# ---- regfile_write_bank ----
regfile_write_bank, signal wires on met3:
Scale: 1 px per um. Cells faint in the background.
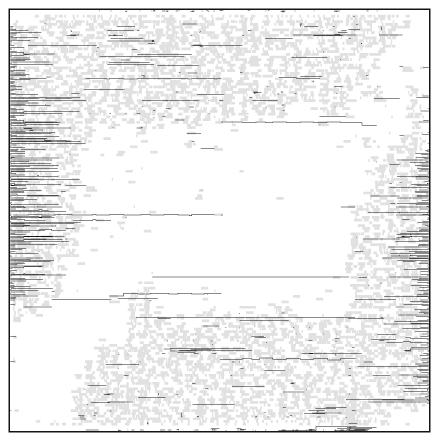

File: src/rtl/regfile_defs.sv
// Shared register-file constants, used by the write bank and the read-mux stage.
package regfile_defs;

  localparam int RF_WIDTH    = 32;
  localparam int RF_AW       = 5;
  localparam int RF_NREGS    = 32;
  localparam int RF_ZERO_REG = 31;

  localparam int RF_COUNT_W  = 16;

endpackage

File: src/rtl/reg_en32.sv
// Single architectural register: synchronous active-high reset, load when enabled.
module reg_en32 #(
  parameter int WIDTH = 32
) (
  input  logic             clk,
  input  logic             reset,
  input  logic             en,
  input  logic [WIDTH-1:0] d,
  output logic [WIDTH-1:0] q
);

  // Reset clears the register; otherwise it loads d only when its enable is set.
  always_ff @(posedge clk) begin
    if (reset) begin
      q <= '0;
    end else if (en) begin
      q <= d;
    end
  end

endmodule

File: src/rtl/regfile_write_bank.sv
// Storage half of the register file: holds the registers, decodes the single
// write port and exposes every register value in parallel for the read muxes.
// The zero register is a constant slice, not a flop, so writes to it are lost.
module regfile_write_bank
  import regfile_defs::*;
#(
  parameter int WIDTH    = RF_WIDTH,
  parameter int NREGS    = RF_NREGS,
  parameter int AW       = RF_AW,
  parameter int ZERO_REG = RF_ZERO_REG
) (
  input  logic                   clk,
  input  logic                   reset,
  input  logic                   RegWrite,
  input  logic [AW-1:0]          WriteRegister,
  input  logic [WIDTH-1:0]       WriteData,
  output logic [NREGS*WIDTH-1:0] regs_flat,
  output logic                   wr_commit,
  output logic [AW-1:0]          wr_commit_addr,
  output logic [15:0]            write_count
);

  logic [NREGS-1:0] wrEn;
  logic             commitNext;

  // One-hot write decode gated by RegWrite; the zero register never gets an enable.
  always_comb begin
    wrEn = '0;
    if (RegWrite) begin
      wrEn[WriteRegister] = 1'b1;
    end
    wrEn[ZERO_REG] = 1'b0;
  end

  assign commitNext = RegWrite && (WriteRegister != AW'(ZERO_REG));

  // Storage: one enabled register per index, with the zero register tied off.
  // regs_flat is wired straight from the flops so there is no bypass path.
  for (genvar i = 0; i < NREGS; i++) begin : g_regs
    if (i == ZERO_REG) begin : g_zero
      assign regs_flat[i*WIDTH +: WIDTH] = '0;
    end else begin : g_reg
      reg_en32 #(
        .WIDTH(WIDTH)
      ) u_reg (
        .clk  (clk),
        .reset(reset),
        .en   (wrEn[i]),
        .d    (WriteData),
        .q    (regs_flat[i*WIDTH +: WIDTH])
      );
    end
  end

  // Commit status: pulse and address of the last real write plus a wrapping count.
  always_ff @(posedge clk) begin
    if (reset) begin
      wr_commit      <= 1'b0;
      wr_commit_addr <= '0;
      write_count    <= '0;
    end else begin
      wr_commit <= commitNext;
      if (commitNext) begin
        wr_commit_addr <= WriteRegister;
        write_count    <= write_count + 16'd1;
      end
    end
  end

endmodule

File: config.mk
export PLATFORM = sky130hd
export DESIGN_NAME = regfile_write_bank
export DESIGN_NICKNAME = d
export VERILOG_FILES = /design/src/rtl/regfile_defs.sv /design/src/rtl/reg_en32.sv /design/src/rtl/regfile_write_bank.sv
export SDC_FILE = /design/constraint.sdc
export NUM_CORES = 2
export LEC_CHECK = 0
export CORE_AREA = 3 3 416 418
export DETAILED_ROUTE_END_ITERATION = 12
export DIE_AREA = 0 0 419 421
export GPL_TIMING_DRIVEN = 0
export PLACE_DENSITY = 0.52
export SLEW_MARGIN = 20
export SYNTH_ARGS = -nofsm -noshare
export SYNTH_HDL_FRONTEND = slang
export SYNTH_HIERARCHICAL = 1
export SYNTH_SLANG_ARGS = --single-unit
File: constraint.sdc
create_clock -name clk -period 1.6 [get_ports clk]
set_clock_uncertainty 0.05 [all_clocks]
set_input_delay 0.24 -clock clk [delete_from_list [all_inputs] [get_ports clk]]
set_output_delay 0.24 -clock clk [all_outputs]
set_load 0.01 [all_outputs]
# ---- ic_irq_scheduler ----
===== config.mk =====
export PLATFORM = sky130hd
export DESIGN_NAME = ic_irq_scheduler
export DESIGN_NICKNAME = d
export VERILOG_FILES = /design/src/rtl/ic_pkg.sv /design/src/rtl/ic_rr_arbiter.sv /design/src/rtl/ic_irq_scheduler.sv
export SDC_FILE = /design/constraint.sdc
export NUM_CORES = 1
export LEC_CHECK = 0
export ABC_AREA = 1
export CORE_ASPECT_RATIO = 0.9
export CORE_MARGIN = 3
export CORE_UTILIZATION = 25
export CTS_CLUSTER_DIAMETER = 200
export DETAILED_ROUTE_END_ITERATION = 8
export PLACE_DENSITY = 0.51
export REMOVE_ABC_BUFFERS = 1
export SLEW_MARGIN = 25
export SYNTH_ARGS = -nofsm -noshare
export SYNTH_HDL_FRONTEND = slang
export SYNTH_HIERARCHICAL = 1
export SYNTH_SLANG_ARGS = --single-unit

===== constraint.sdc =====
create_clock -name clk -period 2.75 [get_ports clk]
set_input_delay 0.4125 -clock clk [delete_from_list [all_inputs] [get_ports clk]]
set_output_delay 0.4125 -clock clk [all_outputs]
set_load 0.05 [all_outputs]

===== src/rtl/ic_pkg.sv =====
// Shared types and default sizing for the interrupt scheduler slice.
package ic_pkg;

    typedef enum logic [1:0] {
        IDLE    = 2'd0,
        ASSERT  = 2'd1,
        SERVICE = 2'd2
    } ic_state_e;

    localparam int DEF_N_IRQ       = 8;
    localparam int DEF_ID_W        = $clog2(DEF_N_IRQ);
    localparam int DEF_ACK_TIMEOUT = 255;

endpackage


===== src/rtl/ic_rr_arbiter.sv =====
// Picks one eligible request: lowest index in fixed mode, first index at or
// above the pointer (wrapping) in round-robin mode.
module ic_rr_arbiter #(
    parameter int N_IRQ = 8,
    parameter int ID_W  = 3
) (
    input  logic [N_IRQ-1:0] eligible,
    input  logic [ID_W-1:0]  ptr,
    input  logic             mode,
    output logic [ID_W-1:0]  grant_id,
    output logic             grant_valid
);

    logic [ID_W:0]   start;
    logic [ID_W:0]   sum;
    logic [ID_W-1:0] idx;

    always_comb begin
        grant_id    = '0;
        grant_valid = 1'b0;
        start       = mode ? {1'b0, ptr} : '0;
        sum         = '0;
        idx         = '0;
        // Scan N_IRQ positions starting at the pointer; first hit wins.
        for (int k = 0; k < N_IRQ; k++) begin
            sum = start + (ID_W+1)'(k);
            if (sum >= (ID_W+1)'(N_IRQ)) begin
                sum = sum - (ID_W+1)'(N_IRQ);
            end
            idx = sum[ID_W-1:0];
            if (!grant_valid && eligible[idx]) begin
                grant_valid = 1'b1;
                grant_id    = idx;
            end
        end
    end

endmodule


===== src/rtl/ic_irq_scheduler.sv =====
// Interrupt delivery sequencer: edge-detects requests into a pending register,
// arbitrates the masked set and runs the irq_out/ack handshake with a timeout.
module ic_irq_scheduler
    import ic_pkg::*;
#(
    parameter int N_IRQ       = DEF_N_IRQ,
    parameter int ID_W        = DEF_ID_W,
    parameter int ARB_RR      = 0,
    parameter int ACK_TIMEOUT = DEF_ACK_TIMEOUT
) (
    input  logic             clk,
    input  logic             rst,
    input  logic [N_IRQ-1:0] irq_requests,
    input  logic [N_IRQ-1:0] mask_reg,
    input  logic             ack,
    input  logic             busy,
    output logic             irq_out,
    output logic [ID_W-1:0]  irq_id,
    output logic [N_IRQ-1:0] pending_reg,
    output logic             timeout_err,
    output logic             spurious_ack
);

    localparam int              CNT_W    = $clog2(ACK_TIMEOUT + 1);
    localparam logic [CNT_W-1:0] CNT_LAST = CNT_W'(ACK_TIMEOUT - 1);
    localparam logic            RR_MODE  = (ARB_RR != 0);

    ic_state_e        state, state_n;
    logic [N_IRQ-1:0] req_q;
    logic [N_IRQ-1:0] pending_q, pending_n;
    logic [N_IRQ-1:0] clr_vec;
    logic [ID_W-1:0]  id_q, id_n;
    logic [ID_W-1:0]  ptr_q, ptr_n;
    logic [ID_W-1:0]  next_ptr;
    logic [CNT_W-1:0] cnt_q, cnt_n;
    logic             ack_q;
    logic             timeout_n;
    logic             spurious_n;
    logic [ID_W-1:0]  grant_id;
    logic             grant_valid;

    ic_rr_arbiter #(
        .N_IRQ(N_IRQ),
        .ID_W (ID_W)
    ) u_arb (
        .eligible   (pending_q & mask_reg),
        .ptr        (ptr_q),
        .mode       (RR_MODE),
        .grant_id   (grant_id),
        .grant_valid(grant_valid)
    );

    assign next_ptr   = (id_q == ID_W'(N_IRQ - 1)) ? '0 : id_q + ID_W'(1);
    assign spurious_n = ack && !ack_q && (state == IDLE);
    // A fresh edge on a bit being cleared this cycle keeps it pending.
    assign pending_n  = (pending_q & ~clr_vec) | (irq_requests & ~req_q);

    // Handshake: irq_out is the offer and stays high with irq_id stable until
    // ack is sampled high (accept), the line is masked, or the timeout expires;
    // after an accept irq_out stays low until ack and busy are both low.
    always_comb begin
        state_n   = state;
        id_n      = id_q;
        ptr_n     = ptr_q;
        cnt_n     = cnt_q;
        timeout_n = 1'b0;
        clr_vec   = '0;
        case (state)
            IDLE: begin
                if (grant_valid && !busy) begin
                    state_n = ASSERT;
                    id_n    = grant_id;
                    cnt_n   = '0;
                end
            end
            ASSERT: begin
                cnt_n = cnt_q + CNT_W'(1);
                if (ack) begin
                    clr_vec[id_q] = 1'b1;
                    ptr_n         = next_ptr;
                    state_n       = SERVICE;
                end else if (!mask_reg[id_q]) begin
                    state_n = IDLE;
                end else if (cnt_q == CNT_LAST) begin
                    timeout_n = 1'b1;
                    ptr_n     = next_ptr;
                    state_n   = IDLE;
                end
            end
            SERVICE: begin
                if (!ack && !busy) begin
                    state_n = IDLE;
                end
            end
            default: state_n = IDLE;
        endcase
    end

    always_ff @(posedge clk or posedge rst) begin
        if (rst) begin
            state        <= IDLE;
            req_q        <= '0;
            pending_q    <= '0;
            id_q         <= '0;
            ptr_q        <= '0;
            cnt_q        <= '0;
            ack_q        <= 1'b0;
            timeout_err  <= 1'b0;
            spurious_ack <= 1'b0;
        end else begin
            state        <= state_n;
            req_q        <= irq_requests;
            pending_q    <= pending_n;
            id_q         <= id_n;
            ptr_q        <= ptr_n;
            cnt_q        <= cnt_n;
            ack_q        <= ack;
            timeout_err  <= timeout_n;
            spurious_ack <= spurious_n;
        end
    end

    assign irq_out     = (state == ASSERT);
    assign irq_id      = id_q;
    assign pending_reg = pending_q;

endmodule

regfile_write_bank, hierarchy map:
Scale: 1 px per um. Other cells in grey.
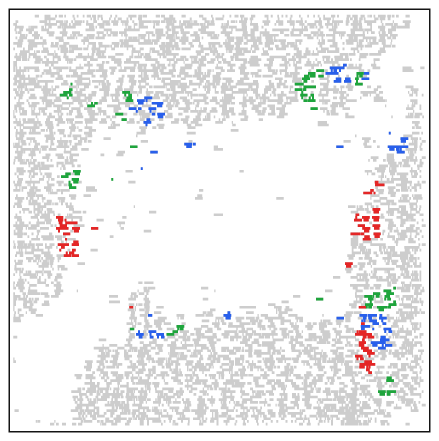
instance	colour	cells
g_regs[2].g_reg.u_reg	red	104
g_regs[16].g_reg.u_reg	blue	107
g_regs[29].g_reg.u_reg	green	105
not coloured	4469
post-route insts no fill: 7006
final core occ: 32.7%
Die ar.: 176000 um2

About 'signal wires on met3' of regfile_write_bank:
wire length on this layer	10900 um
main direction	horizontal
longest straight run	219 um
nets with wire on the layer	583
share of all routed wire	6.4%
DRT Wirelength: 171000 um
GRT met3 Usage: 5.02%
via count: 29200

==> impl_metrics.py, regfile_write_bank <==
# Flow results
metrics = {
    "outcome": {
        "status": "finished, final reports clean",
    },
    "pwr": {
        "clockPowerShare_pct": 49.3,
        "p_total_mw": 56.4,
        "p_clk_mw": 27.8,
    },
    "final_timing": {
        "relSlewSlack_pct": 28.1,
        "hold_slack_ns": 0.0848,
        "setup_viol": 0,
    },
    "global_route": {
        "grt_util_met2_pct": 32.1,
        "grt_usage_pct": 18.6,
    },
    "final_layout": {
        "nFlopsAndLatches": 1014,
        "final_cell_area_um2": 55400,
    },
    "clock_tree": {
        "cts_inserted_buffers": 114,
        "cts_tree": "yes",
        "post_cts_resized": 4894,
        "postCtsSetupBuffers": 24,
    },
    "routing": {
        "wl_met1_um": 66900,
        "dr_wl_met3_um": 10900,
    },
    "critical_path": {
        "worstSetupPathType": "reg2reg",
        "reg2reg_from": "write_count[7]$_SDFFE_PP0P_",
        "r2r_setup_slack_ns": 0.03,
        "crit_cells": 5,
        "max_stage_delay_ns": 0.50,
    },
    "logic_synthesis": {
        "synth-main-ff-cell": "dfxtp_1",
        "yosysSeqAreaShare_pct": 54.0,
        "yosys-stat-cells": 3391,
        "numSynthFlops": 1014,
    },
    "hold_path": {
        "hp-class": "in2reg",
        "holdPathStages": 4,
        "hp-start": "RegWrite",
    },
    "die": {
        "floorplan.core_util_pct": 22.2,
        "fp.dieH_um": 421,
    },
    "placement": {
        "io_buffers": 1050,
    },
}
ic_irq_scheduler, congestion heat map:
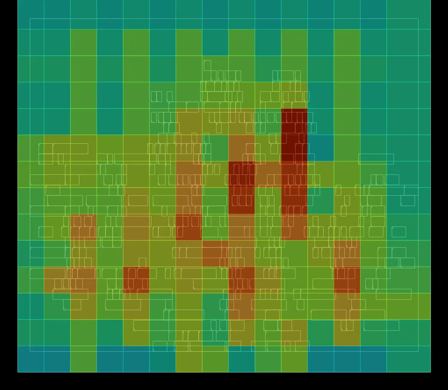
final core occ: 33.3%
wire length per cell: 12.4 um
met2 global-route usage: 20.3%
GRT Total Usage: 12.7%
most crowded layer after global routing: met2

ic_irq_scheduler, routed metal, one colour a layer:
Scale: 2 px per um.
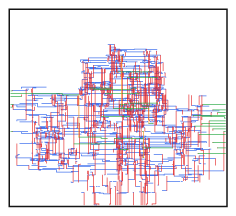
layer	colour	wire length
M2	red	2820 um
M3	green	385 um
M4	orange	66.6 um
M1	blue	3070 um
DRT Wirelength: 6350 um
via count: 2308

==> impl_metrics.py, ic_irq_scheduler <==
# Flow results
metrics = {
    "placement": {
        "pre_cts_ws_ns": 0.0848,
        "io_buffers": 33,
        "hpwl_um": 5010,
    },
    "clock_tree": {
        "cts.clk_slew.worst_paths_ns": 0.07,
        "postCtsSetupBuffers": 0,
        "cts_tree": "yes",
    },
    "final_timing": {
        "fin_crit_sh_pct": 87.0,
        "hold_violations": 0,
        "setup_slack_ns": 0.356,
        "fmax_mhz": 418,
        "relSlewSlack_pct": 65.9,
        "tightest_slew_ns": 0.510,
    },
    "global_route": {
        "grt_max_degree": 36,
        "grt_antenna_before_repair": 0,
    },
    "final_layout": {
        "n_clock_buffer": 5,
        "antenna_cells": 0,
        "nNetsFinal": 417,
        "drive_gt1_share_pct": 8.95,
    },
    "job": {
        "drv_cap": 0,
        "warnings": 26,
    },
    "die": {
        "die_w_um": 108,
        "floorplan.core_util_pct": 26.5,
    },
    "logic_synthesis": {
        "synth-main-ff-cell": "dfrtp_1",
        "synth.logic.top_family": "simple AND/OR/NAND/NOR gates",
    },
    "routing": {
        "drtIter0Drc": 143,
        "via_per_inst": 4.53,
        "met2_length_um": 2820,
        "dr_wl_met3_um": 384,
    },
    "pwr": {
        "p_seq_mw": 0.748,
        "power_leader": "combinational logic",
        "seq_power_share_pct": 28.3,
    },
    "outcome": {
        "status": "finished, final reports clean",
    },
    "critical_path": {
        "cp_max_fo": 8,
    },
}


==> notes/layouts.md <==
Pictures saved along the way, in no particular order.

Register map, names as in the netlist.
picture 1
Scale: 2 px per um. Other sequential cells in the stronger grey, the rest of the logic in the fainter grey.
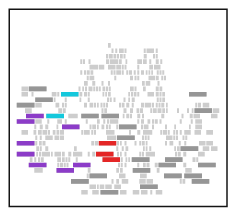
picture 2
Scale: 1 px per um. Other sequential cells in the stronger grey, the rest of the logic in the fainter grey.
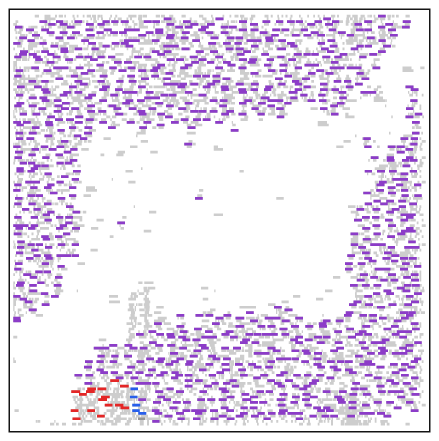
- regfile_write_bank = picture 2
- ic_irq_scheduler = picture 1
- most cells: picture 2

Power is estimated from default activity; no workload was simulated.
